# ---- cdb_wb_sched_flat ----
==> cdb_wb_sched_flat/met3.png <==
Cells faint in the background.
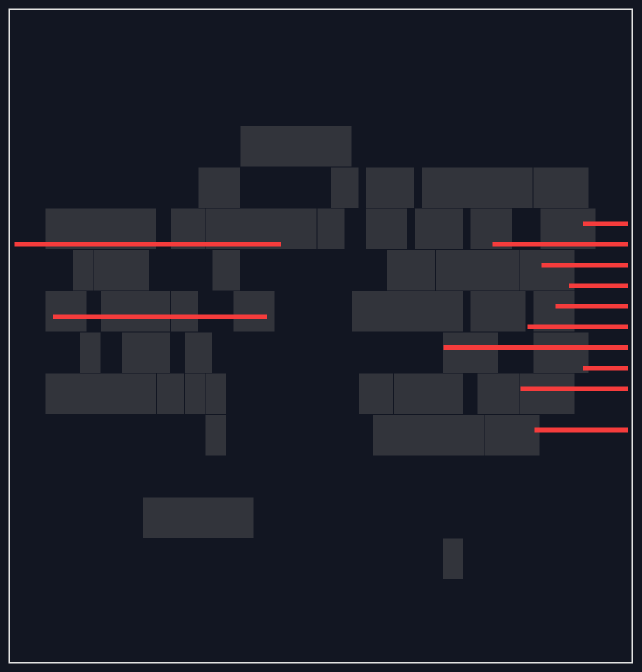

**src/rtl/cdb_wb_sched_if.sv**
```systemverilog
// Issue/grant bundle between the issue stage and the writeback-port scheduler.
// Requests and flush come from issue; grants, owner select and status come back.
interface cdb_wb_sched_if #(
  parameter int MULT_LAT_P = 2
);
  localparam int CW = $clog2(MULT_LAT_P + 1);

  logic          alu_req_i;
  logic          mult_req_i;
  logic          mispredict_i;
  logic          alu_gnt_o;
  logic          mult_gnt_o;
  logic [1:0]    cdb_sel_o;
  logic [CW-1:0] mult_inflight_o;
  logic          alu_starved_o;

  modport master (
    output alu_req_i, mult_req_i, mispredict_i,
    input  alu_gnt_o, mult_gnt_o, cdb_sel_o, mult_inflight_o, alu_starved_o
  );

  modport slave (
    input  alu_req_i, mult_req_i, mispredict_i,
    output alu_gnt_o, mult_gnt_o, cdb_sel_o, mult_inflight_o, alu_starved_o
  );
endinterface

```
**src/rtl/cdb_wb_sched.sv**
```systemverilog
// Reserves the single writeback port at issue time: grants are same-cycle, ALU lands t+1, MULT t+MULT_LAT_P.
// A denied request simply stays pending; repeated ALU denials throttle multiplier grants.
module cdb_wb_sched #(
  parameter int MULT_LAT_P = 2,
  parameter int STARVE_P   = 4
) (
  input logic           clk_i,
  input logic           reset_i,
  cdb_wb_sched_if.slave bus
);
  localparam int CW = $clog2(MULT_LAT_P + 1);

  typedef enum logic [1:0] {
    OWN_NONE = 2'b00,
    OWN_ALU  = 2'b01,
    OWN_MULT = 2'b10
  } own_t;

  // Slot MULT_LAT_P is never occupied, so only slots 0..MULT_LAT_P-1 are stored.
  own_t          own_r [MULT_LAT_P];
  own_t          own_n [MULT_LAT_P];
  logic [3:0]    starve_cnt_r;
  logic          starve_r;
  logic          alu_gnt;
  logic          mult_gnt;
  logic [CW-1:0] inflight;

  assign mult_gnt = bus.mult_req_i & ~starve_r & ~bus.mispredict_i & ~reset_i;
  assign alu_gnt  = bus.alu_req_i & (own_r[1] == OWN_NONE) & ~bus.mispredict_i & ~reset_i;

  always_comb begin
    for (int k = 0; k < MULT_LAT_P - 1; k++) begin
      own_n[k] = own_r[k+1];
    end
    own_n[MULT_LAT_P-1] = OWN_NONE;
    // A flush kills every queued multiply; an ALU entry is already past the point of no return.
    for (int k = 0; k < MULT_LAT_P; k++) begin
      if (bus.mispredict_i && own_n[k] == OWN_MULT) begin
        own_n[k] = OWN_NONE;
      end
    end
    if (mult_gnt) begin
      own_n[MULT_LAT_P-1] = OWN_MULT;
    end
    if (alu_gnt) begin
      own_n[0] = OWN_ALU;
    end
  end

  always_comb begin
    inflight = '0;
    for (int k = 1; k < MULT_LAT_P; k++) begin
      if (own_r[k] == OWN_MULT) begin
        inflight = inflight + CW'(1);
      end
    end
  end

  always_ff @(posedge clk_i) begin
    if (reset_i) begin
      for (int k = 0; k < MULT_LAT_P; k++) begin
        own_r[k] <= OWN_NONE;
      end
      starve_cnt_r <= 4'd0;
      starve_r     <= 1'b0;
    end else begin
      own_r <= own_n;
      if (alu_gnt || !bus.alu_req_i || bus.mispredict_i) begin
        starve_cnt_r <= 4'd0;
      end else if (starve_cnt_r != 4'hF) begin
        starve_cnt_r <= starve_cnt_r + 4'd1;
      end
      if (alu_gnt) begin
        starve_r <= 1'b0;
      end else if (starve_cnt_r >= 4'(STARVE_P)) begin
        starve_r <= 1'b1;
      end
    end
  end

  always_ff @(posedge clk_i) begin
    if (!reset_i) begin
      assert (own_r[0] != 2'b11);
      assert (!(alu_gnt && own_r[1] != OWN_NONE));
    end
  end

  assign bus.alu_gnt_o       = alu_gnt;
  assign bus.mult_gnt_o      = mult_gnt;
  assign bus.cdb_sel_o       = own_r[0];
  assign bus.mult_inflight_o = inflight;
  assign bus.alu_starved_o   = starve_r;
endmodule

```
**src/flat_wrapper.sv**
```systemverilog
// flat-port wrapper written by rule: the top's interface ports become plain ports
module cdb_wb_sched_flat 
#(
  parameter int MULT_LAT_P = 2,
  parameter int STARVE_P   = 4
)
  (clk_i, reset_i, bus_alu_req_i, bus_mult_req_i, bus_mispredict_i, bus_alu_gnt_o, bus_mult_gnt_o, bus_cdb_sel_o, bus_mult_inflight_o, bus_alu_starved_o);
  cdb_wb_sched_if #(.MULT_LAT_P(MULT_LAT_P)) bus_i ();
  input logic clk_i;
  input logic reset_i;
  input wire logic [$bits(bus_i.alu_req_i)-1:0] bus_alu_req_i;
  input wire logic [$bits(bus_i.mult_req_i)-1:0] bus_mult_req_i;
  input wire logic [$bits(bus_i.mispredict_i)-1:0] bus_mispredict_i;
  output wire logic [$bits(bus_i.alu_gnt_o)-1:0] bus_alu_gnt_o;
  output wire logic [$bits(bus_i.mult_gnt_o)-1:0] bus_mult_gnt_o;
  output wire logic [$bits(bus_i.cdb_sel_o)-1:0] bus_cdb_sel_o;
  output wire logic [$bits(bus_i.mult_inflight_o)-1:0] bus_mult_inflight_o;
  output wire logic [$bits(bus_i.alu_starved_o)-1:0] bus_alu_starved_o;
  assign bus_i.alu_req_i = bus_alu_req_i;
  assign bus_i.mult_req_i = bus_mult_req_i;
  assign bus_i.mispredict_i = bus_mispredict_i;
  assign bus_alu_gnt_o = bus_i.alu_gnt_o;
  assign bus_mult_gnt_o = bus_i.mult_gnt_o;
  assign bus_cdb_sel_o = bus_i.cdb_sel_o;
  assign bus_mult_inflight_o = bus_i.mult_inflight_o;
  assign bus_alu_starved_o = bus_i.alu_starved_o;
  cdb_wb_sched #(.MULT_LAT_P(MULT_LAT_P), .STARVE_P(STARVE_P)) u_core (.clk_i(clk_i), .reset_i(reset_i), .bus(bus_i));
endmodule
```
**config.mk**
```make
export PLATFORM = sky130hd
export DESIGN_NAME = cdb_wb_sched_flat
export DESIGN_NICKNAME = d
export VERILOG_FILES = /design/src/rtl/cdb_wb_sched_if.sv /design/src/rtl/cdb_wb_sched.sv /design/src/flat_wrapper.sv
export SDC_FILE = /design/constraint.sdc
export NUM_CORES = 1
export LEC_CHECK = 0
export CAP_MARGIN = 15
export CORE_AREA = 2 2 39 41
export CTS_CLUSTER_SIZE = 14
export DETAILED_ROUTE_END_ITERATION = 7
export DIE_AREA = 0 0 41 43
export PLACE_DENSITY_LB_ADDON = 0.3
export SLEW_MARGIN = 20
export SYNTH_ARGS = -nofsm -noshare
export SYNTH_HDL_FRONTEND = slang
export SYNTH_SLANG_ARGS = --single-unit
```
**constraint.sdc**
```tcl
create_clock -name clk_i -period 2.6 [get_ports clk_i]
set_clock_uncertainty 0.15 [all_clocks]
set_input_delay 0.26 -clock clk_i [delete_from_list [all_inputs] [get_ports clk_i]]
set_output_delay 0.26 -clock clk_i [all_outputs]
set_load 0.05 [all_outputs]
```
# ---- perf_counter_bank ----
**src/rtl/rv32i_types.sv**
```systemverilog
// Shared RV32I pipeline definitions: performance-counter register map,
// CTRL bit positions and the default counter window base address.
package rv32i_types;

  localparam int PERF_CTRL     = 0;
  localparam int PERF_OVF      = 1;
  localparam int PERF_CTR_BASE = 2;

  localparam int PERF_EN  = 0;
  localparam int PERF_CLR = 1;

  localparam logic [31:0] PERF_BASE_ADDR_DEFAULT = 32'hFFFF_FF80;

  // Word offset of the low half of counter i; the high half follows it.
  function automatic int perf_lo_off(input int i);
    return PERF_CTR_BASE + 2 * i;
  endfunction

endpackage

```
**src/rtl/perf_counter.sv**
```systemverilog
// One event counter with software preset of either 32-bit half, synchronous
// clear and wrap/saturate overflow. ovf_pulse marks an increment from all-ones.
module perf_counter #(
  parameter int CTR_WIDTH = 32,
  parameter bit SATURATE  = 1'b0
) (
  input  logic                 clk,
  input  logic                 rst_n,
  input  logic                 inc,
  input  logic                 load_lo,
  input  logic                 load_hi,
  input  logic                 clear,
  input  logic [31:0]          data,
  output logic [CTR_WIDTH-1:0] value,
  output logic                 ovf_pulse
);

  logic [CTR_WIDTH-1:0] value_q;
  logic [CTR_WIDTH-1:0] value_d;
  logic [CTR_WIDTH-1:0] hi_loaded;

  generate
    if (CTR_WIDTH > 32) begin : g_hi
      assign hi_loaded = {data[CTR_WIDTH-33:0], value_q[31:0]};
    end else begin : g_no_hi
      logic unused_hi;
      assign hi_loaded = value_q;
      assign unused_hi = load_hi;
    end
  endgenerate

  // Clear beats a software preset, which beats an event; a losing event is dropped.
  always_comb begin
    value_d   = value_q;
    ovf_pulse = 1'b0;
    if (clear) begin
      value_d = '0;
    end else if (load_lo) begin
      value_d[31:0] = data;
    end else if (load_hi) begin
      value_d = hi_loaded;
    end else if (inc) begin
      if (&value_q) begin
        ovf_pulse = 1'b1;
        value_d   = SATURATE ? value_q : '0;
      end else begin
        value_d = value_q + CTR_WIDTH'(1);
      end
    end
  end

  always_ff @(posedge clk or negedge rst_n) begin
    if (!rst_n) begin
      value_q <= '0;
    end else begin
      value_q <= value_d;
    end
  end

  assign value = value_q;

endmodule

```
**src/rtl/perf_counter_bank.sv**
```systemverilog
// Memory-mapped bank of event counters beside the MEM stage: window decode,
// CTRL/OVF registers, atomic high-word snapshot and a one-cycle response.
module perf_counter_bank
  import rv32i_types::*;
#(
  parameter int          NUM_CTRS  = 10,
  parameter int          CTR_WIDTH = 32,
  parameter bit          SATURATE  = 1'b0,
  parameter logic [31:0] BASE_ADDR = PERF_BASE_ADDR_DEFAULT
) (
  input  logic                clk,
  input  logic                rst_n,
  input  logic [NUM_CTRS-1:0] event_i,
  input  logic                req_read,
  input  logic                req_write,
  input  logic [31:0]         req_addr,
  input  logic [31:0]         req_wdata,
  output logic                sel_o,
  output logic                resp_o,
  output logic [31:0]         rdata_o,
  output logic [NUM_CTRS-1:0] ovf_o
);

  localparam int WIN_WORDS = 2 + 2 * NUM_CTRS;
  localparam int WIN_BITS  = $clog2(WIN_WORDS);

  logic [WIN_BITS-1:0] off;
  logic                wr_sel;
  logic                rd_sel;
  logic                ctrl_wr;
  logic                ovf_wr;
  logic                clr;
  logic                unused_addr;

  logic                en_q, en_d;
  logic [NUM_CTRS-1:0] ovf_q, ovf_d;
  logic                resp_q, resp_d;
  logic [31:0]         rdata_q, rdata_d;

  logic [CTR_WIDTH-1:0] ctr_val [NUM_CTRS];
  logic [NUM_CTRS-1:0]  ovf_pulse;
  logic [31:0]          hi_word;

  assign off         = req_addr[WIN_BITS+1:2];
  assign unused_addr = ^req_addr[1:0];
  assign sel_o       = (req_addr[31:WIN_BITS+2] == BASE_ADDR[31:WIN_BITS+2]) &&
                       (req_read || req_write);

  // A simultaneous read and write is resolved as a write.
  assign wr_sel  = sel_o && req_write;
  assign rd_sel  = sel_o && req_read && !req_write;
  assign ctrl_wr = wr_sel && (off == WIN_BITS'(PERF_CTRL));
  assign ovf_wr  = wr_sel && (off == WIN_BITS'(PERF_OVF));
  assign clr     = ctrl_wr && req_wdata[PERF_CLR];

  generate
    for (genvar gi = 0; gi < NUM_CTRS; gi++) begin : g_ctr
      localparam int LO = perf_lo_off(gi);
      perf_counter #(
        .CTR_WIDTH (CTR_WIDTH),
        .SATURATE  (SATURATE)
      ) u_ctr (
        .clk       (clk),
        .rst_n     (rst_n),
        .inc       (en_q && event_i[gi]),
        .load_lo   (wr_sel && (off == WIN_BITS'(LO))),
        .load_hi   (wr_sel && (off == WIN_BITS'(LO + 1))),
        .clear     (clr),
        .data      (req_wdata),
        .value     (ctr_val[gi]),
        .ovf_pulse (ovf_pulse[gi])
      );
    end
  endgenerate

  // Reading a low word freezes that counter's upper bits so a later
  // high-word read pairs with it even if the counter has moved on.
  generate
    if (CTR_WIDTH > 32) begin : g_snap
      logic [CTR_WIDTH-33:0] hi_snap_q, hi_snap_d;

      always_comb begin
        hi_snap_d = hi_snap_q;
        for (int i = 0; i < NUM_CTRS; i++) begin
          if (rd_sel && (off == WIN_BITS'(perf_lo_off(i)))) begin
            hi_snap_d = ctr_val[i][CTR_WIDTH-1:32];
          end
        end
      end

      always_ff @(posedge clk or negedge rst_n) begin
        if (!rst_n) begin
          hi_snap_q <= '0;
        end else begin
          hi_snap_q <= hi_snap_d;
        end
      end

      assign hi_word = 32'(hi_snap_q);
    end else begin : g_no_snap
      assign hi_word = '0;
    end
  endgenerate

  always_comb begin
    rdata_d = '0;
    if (rd_sel) begin
      if (off == WIN_BITS'(PERF_CTRL)) begin
        rdata_d[PERF_EN] = en_q;
      end else if (off == WIN_BITS'(PERF_OVF)) begin
        rdata_d[NUM_CTRS-1:0] = ovf_q;
      end
      for (int i = 0; i < NUM_CTRS; i++) begin
        if (off == WIN_BITS'(perf_lo_off(i))) begin
          rdata_d = ctr_val[i][31:0];
        end else if (off == WIN_BITS'(perf_lo_off(i) + 1)) begin
          rdata_d = hi_word;
        end
      end
    end
  end

  // A fresh overflow wins over a same-cycle write-1-clear of that flag.
  always_comb begin
    en_d   = ctrl_wr ? req_wdata[PERF_EN] : en_q;
    resp_d = sel_o;
    if (clr) begin
      ovf_d = '0;
    end else begin
      ovf_d = (ovf_q & ~(ovf_wr ? req_wdata[NUM_CTRS-1:0] : '0)) | ovf_pulse;
    end
  end

  always_ff @(posedge clk or negedge rst_n) begin
    if (!rst_n) begin
      en_q    <= 1'b1;
      ovf_q   <= '0;
      resp_q  <= 1'b0;
      rdata_q <= '0;
    end else begin
      en_q    <= en_d;
      ovf_q   <= ovf_d;
      resp_q  <= resp_d;
      rdata_q <= rdata_d;
    end
  end

  assign resp_o  = resp_q;
  assign rdata_o = rdata_q;
  assign ovf_o   = ovf_q;

endmodule

```
**config.mk**
```make
export PLATFORM = sky130hd
export DESIGN_NAME = perf_counter_bank
export DESIGN_NICKNAME = d
export VERILOG_FILES = /design/src/rtl/rv32i_types.sv /design/src/rtl/perf_counter.sv /design/src/rtl/perf_counter_bank.sv
export SDC_FILE = /design/constraint.sdc
export NUM_CORES = 1
export LEC_CHECK = 0
export ABC_AREA = 1
export CELL_PAD_IN_SITES_DETAIL_PLACEMENT = 0
export CELL_PAD_IN_SITES_GLOBAL_PLACEMENT = 1
export CORE_MARGIN = 5
export CORE_UTILIZATION = 41
export DETAILED_ROUTE_END_ITERATION = 7
export MAX_ROUTING_LAYER = met4
export PLACE_DENSITY_LB_ADDON = 0.1
export SLEW_MARGIN = 20
export SYNTH_ARGS = -nofsm -noshare
export SYNTH_HDL_FRONTEND = slang
export SYNTH_SLANG_ARGS = --single-unit
```
**constraint.sdc**
```tcl
create_clock -name clk -period 2.2 [get_ports clk]
set_input_delay 0.44 -clock clk [delete_from_list [all_inputs] [get_ports clk]]
set_output_delay 0.44 -clock clk [all_outputs]
set_load 0.02 [all_outputs]
```
# ---- rptr_empty_sync_flat ----
File: src/rtl/rptr_empty_sync_if.sv
// rptr_empty_sync_if: read-side bundle between the consumer/write domain (master)
// and the read pointer block (slave).
interface rptr_empty_sync_if #(
   parameter int ADDRSIZE = 4
);
   logic                rinc;
   logic [ADDRSIZE:0]   wptr_gray;
   logic                ae_thresh_wr;
   logic [ADDRSIZE:0]   ae_thresh_in;
   logic                rundf_clr;
   logic [ADDRSIZE-1:0] raddr;
   logic [ADDRSIZE:0]   rptr;
   logic                rempty;
   logic                raempty;
   logic [ADDRSIZE:0]   rlevel;
   logic                rundf;
   modport master (
      output rinc, wptr_gray, ae_thresh_wr, ae_thresh_in, rundf_clr,
      input  raddr, rptr, rempty, raempty, rlevel, rundf
   );
   modport slave (
      input  rinc, wptr_gray, ae_thresh_wr, ae_thresh_in, rundf_clr,
      output raddr, rptr, rempty, raempty, rlevel, rundf
   );
endinterface

File: src/rtl/rptr_empty_sync.sv
// rptr_empty_sync: read-domain pointer, empty/almost-empty flags, fill level and
// sticky underflow for a dual-clock FIFO, with an internal write-pointer synchroniser.
module rptr_empty_sync #(
   parameter int ADDRSIZE    = 4,
   parameter int SYNC_STAGES = 2,
   parameter int AE_RESET    = 1
) (
   input logic              rclk,
   input logic              rrst_n,
   rptr_empty_sync_if.slave bus
);
   localparam int PW = ADDRSIZE + 1;
   logic [SYNC_STAGES-1:0][PW-1:0] sync_q;
   logic [PW-1:0] rwq, rwbin, rbin, rptr_q, rbnext, rgnext, lvl, level_q, thresh;
   logic          rd_en, rempty_q, raempty_q, rundf_q;
   assign rwq = sync_q[SYNC_STAGES-1];
   // Gray to binary: each binary bit is the XOR of all Gray bits at or above it.
   always_comb begin
      rwbin = '0;
      for (int i = 0; i < PW; i++) rwbin[i] = ^(rwq >> i);
   end
   assign rd_en  = bus.rinc & ~rempty_q;
   assign rbnext = rbin + PW'(rd_en);
   assign rgnext = (rbnext >> 1) ^ rbnext;
   assign lvl    = rwbin - rbnext;
   always_ff @(posedge rclk or negedge rrst_n)
      if (!rrst_n) begin
         sync_q    <= '0;
         rbin      <= '0;
         rptr_q    <= '0;
         rempty_q  <= 1'b1;
         raempty_q <= 1'b1;
         level_q   <= '0;
         rundf_q   <= 1'b0;
         thresh    <= PW'(AE_RESET);
      end else begin
         sync_q    <= {sync_q[SYNC_STAGES-2:0], bus.wptr_gray};
         rbin      <= rbnext;
         rptr_q    <= rgnext;
         rempty_q  <= rgnext == rwq;
         raempty_q <= lvl <= thresh;
         level_q   <= lvl;
         rundf_q   <= (bus.rinc & rempty_q) | (rundf_q & ~bus.rundf_clr);
         thresh    <= bus.ae_thresh_wr ? bus.ae_thresh_in : thresh;
      end
   assign bus.raddr   = rbin[ADDRSIZE-1:0];
   assign bus.rptr    = rptr_q;
   assign bus.rempty  = rempty_q;
   assign bus.raempty = raempty_q;
   assign bus.rlevel  = level_q;
   assign bus.rundf   = rundf_q;
endmodule

File: src/flat_wrapper.sv
// flat-port wrapper written by rule: the top's interface ports become plain ports
module rptr_empty_sync_flat 
#(
   parameter int ADDRSIZE    = 4,
   parameter int SYNC_STAGES = 2,
   parameter int AE_RESET    = 1
)
  (rclk, rrst_n, bus_rinc, bus_wptr_gray, bus_ae_thresh_wr, bus_ae_thresh_in, bus_rundf_clr, bus_raddr, bus_rptr, bus_rempty, bus_raempty, bus_rlevel, bus_rundf);
  rptr_empty_sync_if #(.ADDRSIZE(ADDRSIZE)) bus_i ();
  input logic rclk;
  input logic rrst_n;
  input wire logic [$bits(bus_i.rinc)-1:0] bus_rinc;
  input wire logic [$bits(bus_i.wptr_gray)-1:0] bus_wptr_gray;
  input wire logic [$bits(bus_i.ae_thresh_wr)-1:0] bus_ae_thresh_wr;
  input wire logic [$bits(bus_i.ae_thresh_in)-1:0] bus_ae_thresh_in;
  input wire logic [$bits(bus_i.rundf_clr)-1:0] bus_rundf_clr;
  output wire logic [$bits(bus_i.raddr)-1:0] bus_raddr;
  output wire logic [$bits(bus_i.rptr)-1:0] bus_rptr;
  output wire logic [$bits(bus_i.rempty)-1:0] bus_rempty;
  output wire logic [$bits(bus_i.raempty)-1:0] bus_raempty;
  output wire logic [$bits(bus_i.rlevel)-1:0] bus_rlevel;
  output wire logic [$bits(bus_i.rundf)-1:0] bus_rundf;
  assign bus_i.rinc = bus_rinc;
  assign bus_i.wptr_gray = bus_wptr_gray;
  assign bus_i.ae_thresh_wr = bus_ae_thresh_wr;
  assign bus_i.ae_thresh_in = bus_ae_thresh_in;
  assign bus_i.rundf_clr = bus_rundf_clr;
  assign bus_raddr = bus_i.raddr;
  assign bus_rptr = bus_i.rptr;
  assign bus_rempty = bus_i.rempty;
  assign bus_raempty = bus_i.raempty;
  assign bus_rlevel = bus_i.rlevel;
  assign bus_rundf = bus_i.rundf;
  rptr_empty_sync #(.ADDRSIZE(ADDRSIZE), .SYNC_STAGES(SYNC_STAGES), .AE_RESET(AE_RESET)) u_core (.rclk(rclk), .rrst_n(rrst_n), .bus(bus_i));
endmodule
File: config.mk
export PLATFORM = sky130hd
export DESIGN_NAME = rptr_empty_sync_flat
export DESIGN_NICKNAME = d
export VERILOG_FILES = /design/src/rtl/rptr_empty_sync_if.sv /design/src/rtl/rptr_empty_sync.sv /design/src/flat_wrapper.sv
export SDC_FILE = /design/constraint.sdc
export NUM_CORES = 1
export LEC_CHECK = 0
export ABC_CLOCK_PERIOD_IN_PS = 4400
export CORE_ASPECT_RATIO = 1.5
export CORE_UTILIZATION = 48
export CTS_CLUSTER_SIZE = 20
export DETAILED_ROUTE_END_ITERATION = 10
export PLACE_DENSITY = 0.77
export SKIP_CTS_REPAIR_TIMING = 1
export SLEW_MARGIN = 20
export SYNTH_ARGS = -nofsm -noshare
export SYNTH_HDL_FRONTEND = slang
export SYNTH_SLANG_ARGS = --single-unit
File: constraint.sdc
create_clock -name rclk -period 4.4 [get_ports rclk]
set_clock_uncertainty 0.1 [all_clocks]
set_input_delay 1.1 -clock rclk [delete_from_list [all_inputs] [get_ports rclk]]
set_output_delay 1.1 -clock rclk [all_outputs]
set_load 0.02 [all_outputs]
# ---- morse_encoder ----
### src/rtl/morse_pkg.sv
// Shared Morse encoder types: FSM states, code records, unit constants and the
// ASCII-to-Morse lookup.
package morse_pkg;

  typedef enum logic [2:0] {
    StIdle,
    StMark,
    StSymGap,
    StCharGap,
    StWordGap
  } state_e;

  // Pattern is MSB-first and left-aligned: pattern[4] is the first symbol, 1 = dash.
  typedef struct packed {
    logic       valid;
    logic [2:0] len;
    logic [4:0] pattern;
  } morse_code_t;

  localparam logic [2:0] DotUnits     = 3'd1;
  localparam logic [2:0] DashUnits    = 3'd3;
  localparam logic [2:0] SymGapUnits  = 3'd1;
  localparam logic [2:0] CharGapUnits = 3'd3;
  localparam logic [2:0] WordGapUnits = 3'd4;

  function automatic morse_code_t mk_code(input logic [2:0] len, input logic [4:0] pattern);
    morse_code_t code;
    code.valid   = 1'b1;
    code.len     = len;
    code.pattern = pattern;
    return code;
  endfunction

  // A valid code of length 0 marks the space character (word gap).
  function automatic morse_code_t morse_lookup(input logic [7:0] c);
    morse_code_t code;
    logic [7:0]  u;
    u    = (c >= 8'h61 && c <= 8'h7a) ? c - 8'h20 : c;
    code = '0;
    case (u)
      8'h20: code = mk_code(3'd0, 5'b00000);
      8'h30: code = mk_code(3'd5, 5'b11111);
      8'h31: code = mk_code(3'd5, 5'b01111);
      8'h32: code = mk_code(3'd5, 5'b00111);
      8'h33: code = mk_code(3'd5, 5'b00011);
      8'h34: code = mk_code(3'd5, 5'b00001);
      8'h35: code = mk_code(3'd5, 5'b00000);
      8'h36: code = mk_code(3'd5, 5'b10000);
      8'h37: code = mk_code(3'd5, 5'b11000);
      8'h38: code = mk_code(3'd5, 5'b11100);
      8'h39: code = mk_code(3'd5, 5'b11110);
      8'h41: code = mk_code(3'd2, 5'b01000);
      8'h42: code = mk_code(3'd4, 5'b10000);
      8'h43: code = mk_code(3'd4, 5'b10100);
      8'h44: code = mk_code(3'd3, 5'b10000);
      8'h45: code = mk_code(3'd1, 5'b00000);
      8'h46: code = mk_code(3'd4, 5'b00100);
      8'h47: code = mk_code(3'd3, 5'b11000);
      8'h48: code = mk_code(3'd4, 5'b00000);
      8'h49: code = mk_code(3'd2, 5'b00000);
      8'h4a: code = mk_code(3'd4, 5'b01110);
      8'h4b: code = mk_code(3'd3, 5'b10100);
      8'h4c: code = mk_code(3'd4, 5'b01000);
      8'h4d: code = mk_code(3'd2, 5'b11000);
      8'h4e: code = mk_code(3'd2, 5'b10000);
      8'h4f: code = mk_code(3'd3, 5'b11100);
      8'h50: code = mk_code(3'd4, 5'b01100);
      8'h51: code = mk_code(3'd4, 5'b11010);
      8'h52: code = mk_code(3'd3, 5'b01000);
      8'h53: code = mk_code(3'd3, 5'b00000);
      8'h54: code = mk_code(3'd1, 5'b10000);
      8'h55: code = mk_code(3'd3, 5'b00100);
      8'h56: code = mk_code(3'd4, 5'b00010);
      8'h57: code = mk_code(3'd3, 5'b01100);
      8'h58: code = mk_code(3'd4, 5'b10010);
      8'h59: code = mk_code(3'd4, 5'b10110);
      8'h5a: code = mk_code(3'd4, 5'b11000);
      default: code = '0;
    endcase
    return code;
  endfunction

endpackage

### src/rtl/morse_unit_timer.sv
// Counts P-cycle units while running and flags the last (and next-to-last)
// cycle of an n-unit interval. Cleared whenever not running.
module morse_unit_timer (
  input  logic        clk_i,
  input  logic        rst_i,
  input  logic        run_i,
  input  logic [27:0] period_i,
  input  logic [2:0]  units_i,
  output logic        last_o,
  output logic        pre_last_o
);

  logic [27:0] cyc_q, cyc_d;
  logic [2:0]  unit_q, unit_d;
  logic        wrap, done;

  always_comb begin
    wrap   = (cyc_q == period_i - 28'd1);
    done   = wrap && (unit_q == units_i - 3'd1);
    cyc_d  = '0;
    unit_d = '0;
    if (run_i && !wrap) begin
      cyc_d  = cyc_q + 28'd1;
      unit_d = unit_q;
    end else if (run_i && !done) begin
      unit_d = unit_q + 3'd1;
    end
    last_o     = run_i && done;
    // Lets the closing gap hand its final cycle to IDLE for back-to-back transfers.
    pre_last_o = run_i && !done && (cyc_d == period_i - 28'd1) &&
                 (unit_d == units_i - 3'd1);
  end

  always_ff @(posedge clk_i) begin
    if (rst_i) begin
      cyc_q  <= '0;
      unit_q <= '0;
    end else begin
      cyc_q  <= cyc_d;
      unit_q <= unit_d;
    end
  end

endmodule

### src/rtl/morse_encoder.sv
// ASCII to Morse encoder: accepts one character per ready/valid handshake and
// keys morse_o with dot/dash/gap timing in units of dot_period_i cycles.
module morse_encoder
  import morse_pkg::*;
(
  input  logic        clk_i,
  input  logic        rst_i,
  input  logic [7:0]  char_i,
  input  logic        char_valid_i,
  input  logic [27:0] dot_period_i,
  output logic        ready_o,
  output logic        morse_o,
  output logic        unknown_o,
  output logic        period_error_o
);

  state_e      state_q, state_d;
  logic [27:0] period_q, period_d;
  logic [4:0]  pattern_q, pattern_d;
  logic [2:0]  left_q, left_d;
  logic        unknown_q, unknown_d, perr_q, perr_d;
  logic        transfer, last, pre_last;
  logic [2:0]  units;
  morse_code_t code;

  assign code     = morse_lookup(char_i);
  assign transfer = char_valid_i && (state_q == StIdle);

  always_comb begin
    units = SymGapUnits;
    unique case (state_q)
      StMark:    units = pattern_q[4] ? DashUnits : DotUnits;
      StSymGap:  units = SymGapUnits;
      StCharGap: units = CharGapUnits;
      StWordGap: units = WordGapUnits;
      default:   units = SymGapUnits;
    endcase
  end

  morse_unit_timer u_timer (
    .clk_i      (clk_i),
    .rst_i      (rst_i),
    .run_i      (state_q != StIdle),
    .period_i   (period_q),
    .units_i    (units),
    .last_o     (last),
    .pre_last_o (pre_last)
  );

  always_ff @(posedge clk_i) begin
    if (rst_i) state_q <= StIdle;
    else       state_q <= state_d;
  end

  always_comb begin
    state_d = state_q;
    unique case (state_q)
      StIdle: begin
        if (transfer && dot_period_i != '0 && code.valid) begin
          state_d = (code.len == 3'd0) ? StWordGap : StMark;
        end
      end
      StMark:    if (last) state_d = (left_q == 3'd1) ? StCharGap : StSymGap;
      StSymGap:  if (last) state_d = StMark;
      StCharGap: if (pre_last) state_d = StIdle;
      StWordGap: if (pre_last) state_d = StIdle;
      default:   state_d = StIdle;
    endcase
  end

  always_comb begin
    period_d  = period_q;
    pattern_d = pattern_q;
    left_d    = left_q;
    unknown_d = transfer && dot_period_i != '0 && !code.valid;
    perr_d    = transfer && dot_period_i == '0;
    if (transfer) begin
      period_d  = dot_period_i;
      pattern_d = code.pattern;
      left_d    = code.len;
    end else if (state_q == StMark && last) begin
      pattern_d = {pattern_q[3:0], 1'b0};
      left_d    = left_q - 3'd1;
    end
  end

  always_ff @(posedge clk_i) begin
    if (rst_i) begin
      period_q  <= '0;
      pattern_q <= '0;
      left_q    <= '0;
      unknown_q <= 1'b0;
      perr_q    <= 1'b0;
    end else begin
      period_q  <= period_d;
      pattern_q <= pattern_d;
      left_q    <= left_d;
      unknown_q <= unknown_d;
      perr_q    <= perr_d;
    end
  end

  always_comb begin
    ready_o        = (state_q == StIdle);
    morse_o        = (state_q == StMark);
    unknown_o      = unknown_q;
    period_error_o = perr_q;
  end

endmodule

### config.mk
export PLATFORM = sky130hd
export DESIGN_NAME = morse_encoder
export DESIGN_NICKNAME = d
export VERILOG_FILES = /design/src/rtl/morse_pkg.sv /design/src/rtl/morse_unit_timer.sv /design/src/rtl/morse_encoder.sv
export SDC_FILE = /design/constraint.sdc
export NUM_CORES = 1
export LEC_CHECK = 0
export ABC_CLOCK_PERIOD_IN_PS = 5400
export CAP_MARGIN = 20
export CORE_ASPECT_RATIO = 1.5
export CORE_MARGIN = 2
export CORE_UTILIZATION = 34
export CTS_CLUSTER_SIZE = 14
export DETAILED_ROUTE_END_ITERATION = 12
export GPL_ROUTABILITY_DRIVEN = 0
export MAX_ROUTING_LAYER = met4
export SYNTH_ARGS = -nofsm -noshare
export SYNTH_HDL_FRONTEND = slang
export SYNTH_SLANG_ARGS = --single-unit
### constraint.sdc
create_clock -name clk_i -period 5.4 [get_ports clk_i]
set_input_delay 1.08 -clock clk_i [delete_from_list [all_inputs] [get_ports clk_i]]
set_output_delay 1.08 -clock clk_i [all_outputs]
set_load 0.01 [all_outputs]
==> perf_counter_bank/final_congestion.png <==
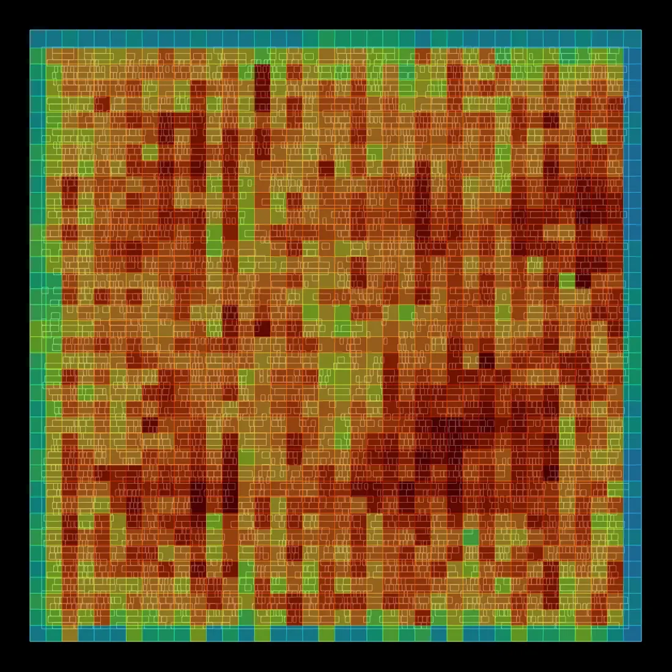
routed len/inst: 27.9 um
GRT met2 Usage: 59.2%
Tot GR Track Use: 42.4%
Final Core Density: 67.5%

==> COMMIT_EDITMSG, perf_counter_bank <==
Record implementation results from latest flow run

- The worst setup path is launched from a register.
- The biggest slice of the total power is consumed by the clock network.
- DRC violations left: 0
- Reg-to-reg slack, setup: -0.51 ns
- The die covers 69200 um^2.
* Status: complete, but fails checks
- Synthesis warning total: 0
- The checks that failed: setup timing.
* Minimum setup slack in the final design: -0.512 ns
- OpenROAD warnings: 31
* Transition time of the tightest slew-check pin: 0.752 ns
* Number of placed instances with taps included: around 5.3k
* Synth Flop Type: dfrtp_1
* Final count of negative-setup-slack endpoints: 246
- After layout, the minimum clock period comes to 2.71 ns.
* Data required time at the worst endpoint: 2.68 ns
- Dominant combinational cell family by area after synthesis: simple AND/OR/NAND/NOR gates
perf_counter_bank: layout make-up:
class                      count  area (um^2)
sequential                   364         9110
fill                        5163        20500
tap                          846         1060
timing repair inverter         5         48.8
inverter                     457         1830
timing repair buffer        1083        10100
multi-input combinational   2742        19000
clock buffer                  73         1420
clock inverter                15          143
antenna                        9         22.5
perf_counter_bank: placed cells by master (no fill, tap or decap), drive strengths merged, types with 141 or more instances in the layout:
cell / instances
a21oi: 219
buf: 955
o21ai: 309
xor2: 185
nand2: 825
inv: 448
nor2: 372
nor3: 141
o22ai: 281
dfrtp: 363
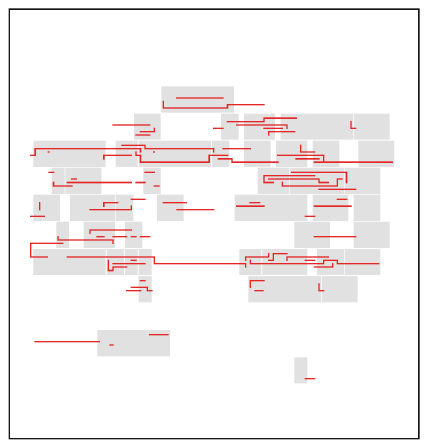
(cdb_wb_sched_flat/met1.png)
Cells faint in the background.
nets with wire on the layer	42
share of all routed wire	45%
longest straight run	10.6 um
global routing usage on met1: 9.42%
final WL: 591 um
DR vias: 260

About cdb_wb_sched_flat/met3.png:
longest straight run	17.2 um
main direction	horizontal
nets with wire on the layer	12
wire length on this layer	89.3 um
met3 Usage GRT: 7.85%

==> COMMIT_EDITMSG, cdb_wb_sched_flat <==
Record implementation results from latest flow run

- Dividing the final minimum period by the clock period gives 72.6%.
* Relative contribution of combinational cells to total power: roughly an eighth
- Top cell type by instance count after synthesis: dfxtp_1
- P_clk: 0.0933 mW
- Count of standard-cell rows: 14
- The number of maximum-capacitance violations recorded for the run is 0.
* Netlist area before placement: approximately 330 um^2
- Tap cell instance count: 16
- CP endpoint kind: output port
- STA lists the startpoint of the worst register-to-register path as u_core.starve_cnt_r[0].
- Class of the most critical setup path: input pin to output port
* Net count after synthesis: 39
* Status: completed
- The largest share of the power goes to sequential cells.
* Top cell type's share of synthesized area: 49.0%
- For reference, the top cells by count after synthesis are 8 x dfxtp_1, 4 x nor2_1, 4 x nor3_1.
* Post-synth EDFFs: 0
- OpenROAD warnings: 26
* Synthesized netlist cell count: 33
- Power density over the cells: roughly 540 nW/um^2
- Before placement the cells fill 23.6% of the core.
- The number of placed instances, taps included, is between 50 and 60.
* Die area: 1760 um^2
- The finished layout reports a core utilization of between 30 and 40%.
- On the worst path, the slowest cell contributes a delay of 0.48 ns.
* Fa+ha+maj area frac: roughly 3.8%
- Buffer cell driving the clock tree root: clkbuf_4
* Min Clock Period, post-route: between 1.5 and 2 ns
- The number of buffers and inverters on the critical path is 2.
- Avg Inst Size Synth: 9.90 um^2
- Max Root-Sink Buffers: 2
* Global-route wire length before repair: 924 um
* Non-clock inverter count in the final layout: 0
* Share of final-layout standard cells stronger than drive strength 1: 22.2%
* Capture point of the worst path: bus_alu_gnt_o
- DRC violations left: 0
## cdb_wb_sched_flat: through the flow
step / cell area (um^2) / setup WS [ns]
3_3_place_gp: 440 / 0.700
4_1_cts: 463 / 0.706
5_1_grt: 463 / 0.645
6_report: 463 / 0.714
3_5_place_dp: 440 / 0.708
2_1_floorplan: 333 / 0.659
## cdb_wb_sched_flat: metal layers
| metal | global-route usage, % | vias up | wire, um |
|---|---|---|---|
| li1 | - | 137 | - |
| met1 | 9.42 | 110 | 266 |
| met2 | 10.6 | 13 | 235 |
| met3 | 7.85 | 0 | 89 |
| met4 | 2.00 | 0 | 0 |
| met5 | 0 | - | 0 |
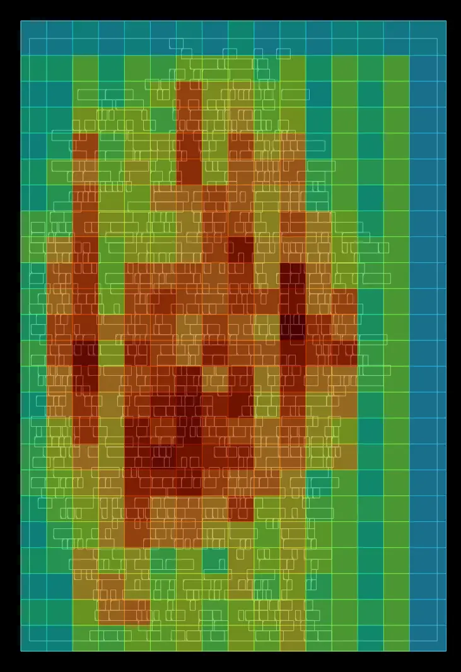
(morse_encoder/final_congestion.png)
GRT met2 Usage: 38.7%
global routing usage on met1: 23.6%
met3 Usage GRT: 3.02%
Final Core Density: 39.9%
Tot GR Track Use: 22.0%

==> COMMIT_EDITMSG, morse_encoder <==
Record implementation results from latest flow run

- Looking at the clock tree report, the maximum root-to-sink buffer count equals 2.
- Per the OpenROAD floorplan log, the area of the die is 19000 um^2.
- Die height: 168 um
- Each instance of the synthesized netlist takes up on average 7.21 um^2.
- Simple-gate area share of the yosys netlist: 32.6%
- The sequential cells in the finished layout cover a total of 1440 um^2.
* Share of final-layout standard cells stronger than drive strength 1: a little under 6%
- In the final layout, non-clock buffers account for 7.70% of the cell area.
- As reported, the later end of the worst-skew pair has a clock insertion delay of 0.34 ns.
- Crit Reg-Reg Startpoint: period_q[5]
- Post-Layout Inst Area: between 6000 and 7000 um^2
- Worst hold path stage count: 2
* DIE WIDTH: approximately 110 um
- Transition time of the tightest slew-check pin: ~1.1 ns
* Antenna violations before repair: 0
* Routed length on met1: 7850 um
- Top cell type by instance count after synthesis: nand2_1
- CP endpoint kind: register
- Buffers plus inverters on the worst setup path: 2
- Achievable clock frequency: about 210 MHz
- Number of register bits inferred by synthesis: 72
- In this run the critical path is formed by or4_1 > nor4_1 > buf_4 > mux2_2 > a2111oi_0 > nand4_1 > or4_1 > or2_0 > buf_4 > a211o_1 > a2111o_1 > a2111oi_4 > a31oi_1.
- Clock Network Area Fraction: 4.14%
- The core region is 17400 um^2.
* Class of the most critical setup path: register to register
- Synthesis warning total: 0
- Netlist area before placement: 6090 um^2
- Part of the Yosys area used for sequential elements: 23.7%
- Part of the power in registers: 34.8%
* Post-synthesis to final-layout area growth: 14.2%
- Status: completed
- Number of hold buffers added after cts: 0
- Number of H-tree levels: 3
[morse_encoder: power by group through the flow]
stage	sequential [mW]	combinational, mW	clock [mW]
after detailed placement	0.603	0.502	0
after floorplan	0.577	0.373	0
after global placement	0.603	0.502	0
final	0.592	0.516	0.595
after CTS	0.592	0.505	0.604
after global routing	0.597	0.561	0.630
[morse_encoder: registers in the layout, summed over array words and instances (netlist names)]
| name | cells |
|---|---|
| u_timer.cyc_q | 28 |
| period_q | 28 |
| unknown_o | 1 |
| left_q | 3 |
| state_q | 3 |
| period_error_o | 1 |
| pattern_q | 5 |
| u_timer.unit_q | 3 |
==> rptr_empty_sync_flat/met1.png <==
Cells faint in the background.
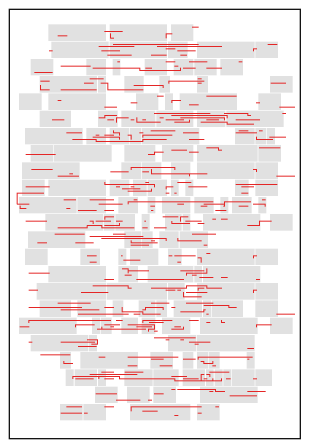
share of all routed wire	40%
longest straight run	13.3 um
wire length on this layer	822 um
nets with wire on the layer	151
main direction	horizontal
DR vias: 848
final WL: 2060 um
global routing usage on met1: 16.5%

==> COMMIT_EDITMSG, rptr_empty_sync_flat <==
Record implementation results from latest flow run

- The run finished with clean final reports.
- Number of cell instances on the worst register-to-register path: 13
- Launch point of the critical path: bus_rinc
- Capturing point of the worst reg2reg path: u_core.bus.raempty
* Synth Flop Type: dfrtp_1
- The worst hold path passes through 0 cells.
- The final critical path takes up 86.7% of the cycle.
- Post-Layout Inst Area: 1840 um^2
- Summed over all nets, wire length on met3 after detailed routing comes to 109 um.
- Non-clock inverters in the final layout number 16.
- CP max stage delay: 0.49 ns
* Number of hold violations in the final report: 0
- The post-synth register bit count is 32.
* Synthesized netlist cell count: 109
- Dividing the detail-routed wire length by the instance count gives 11.1 um.
- STA classifies the critical path endpoint as a register.
- For this run, global-route usage on met3 was measured as 7.22%.
- Group drawing the most power: combinational logic
* Ao+oa area frac: 6.75%
- RSZ-0062 raised after global routing: false
- Routed length on met1: roughly 800 um
- Of the total synthesized cell area, the portion taken by AND, OR, NAND and NOR gates is 5.29%.
* Worst Hold Path EP: u_core.rwq[1]
- Capture point of the worst path: u_core.bus.raempty
* Minimum setup slack in the final design: 0.585 ns
- The clock drives 32 sinks.
* Part of the Yosys area used for sequential elements: between 50% and 60%
* Transition time of the tightest slew-check pin: 0.516 ns
- Buffer cell driving the clock tree root: clkbuf_8
- Per the layout area report, the register area comes to 805 um^2.
- The total overflow left after global routing is 0.
* Achievable clock frequency: between 200 and 300 MHz
- The via count of the first global-routing pass came to 837.
- RD Place Congestion: 0.770
* Number of distinct library cells after synthesis: 21
- Pin count of the biggest net entering global routing: 33
- Counting along the longest clock path gives a buffer depth of 2.
## rptr_empty_sync_flat: worst reg2reg max path, cell delays in order, from the launching register on
cell and delay [ns]:
dfrtp_1 0.40, xor2_1 0.25, xnor2_1 0.19, xor2_1 0.33
xor2_1 0.12, ha_1 0.24, fa_1 0.48, inv_1 0.05
ha_1 0.28, nor2b_1 0.14, o21a_1 0.16, o21a_1 0.16
o21a_1 0.15, o21ai_0 0.13

## Gallery

Signal wires on met3.
Cells faint in the background.
picture 1
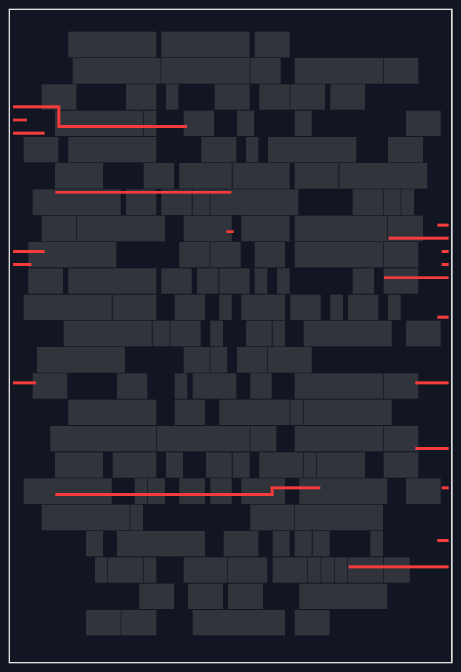
picture 2
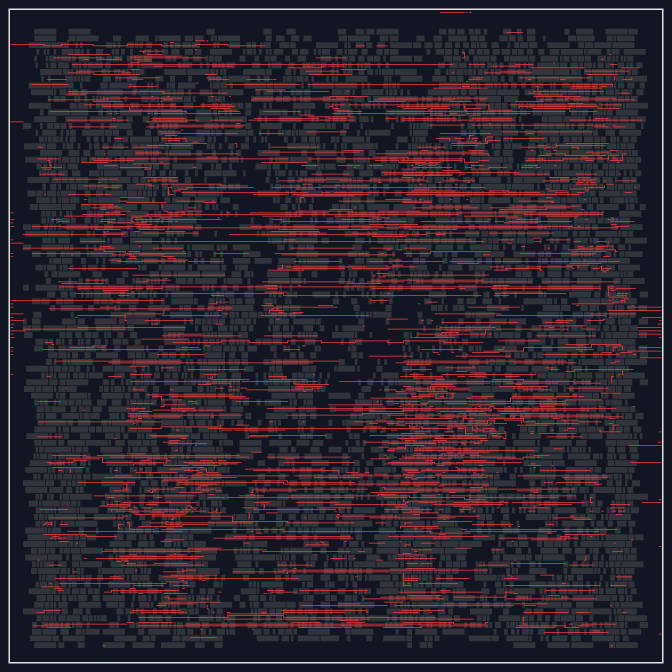
picture 3
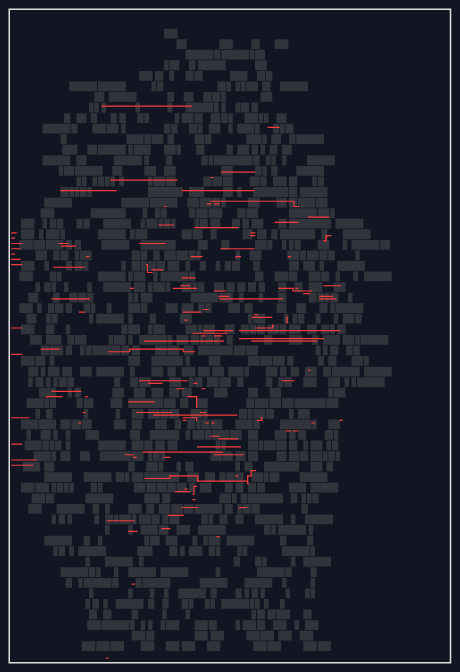
morse_encoder is picture 3.
perf_counter_bank is picture 2.
rptr_empty_sync_flat is picture 1.

Key to picture 2:
main direction	horizontal
wire length on this layer	19300 um
longest straight run	218 um
share of all routed wire	12%



==> gallery <==
Signal wires on met2.
(a)
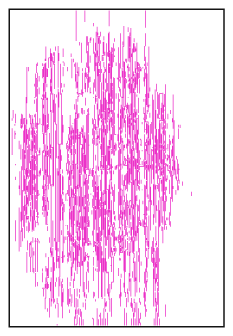
(b)
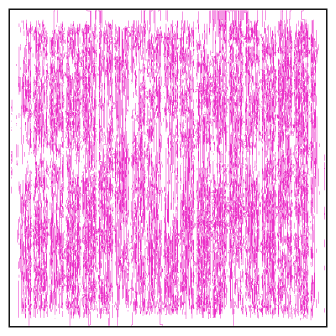
(c)
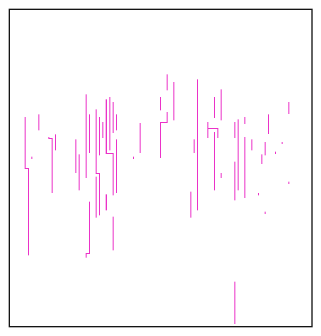
(d)
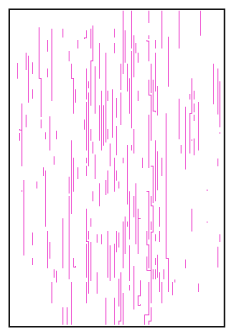
(b): perf_counter_bank
(d): rptr_empty_sync_flat
(a): morse_encoder
(c): cdb_wb_sched_flat

Power is estimated from default activity; no workload was simulated.
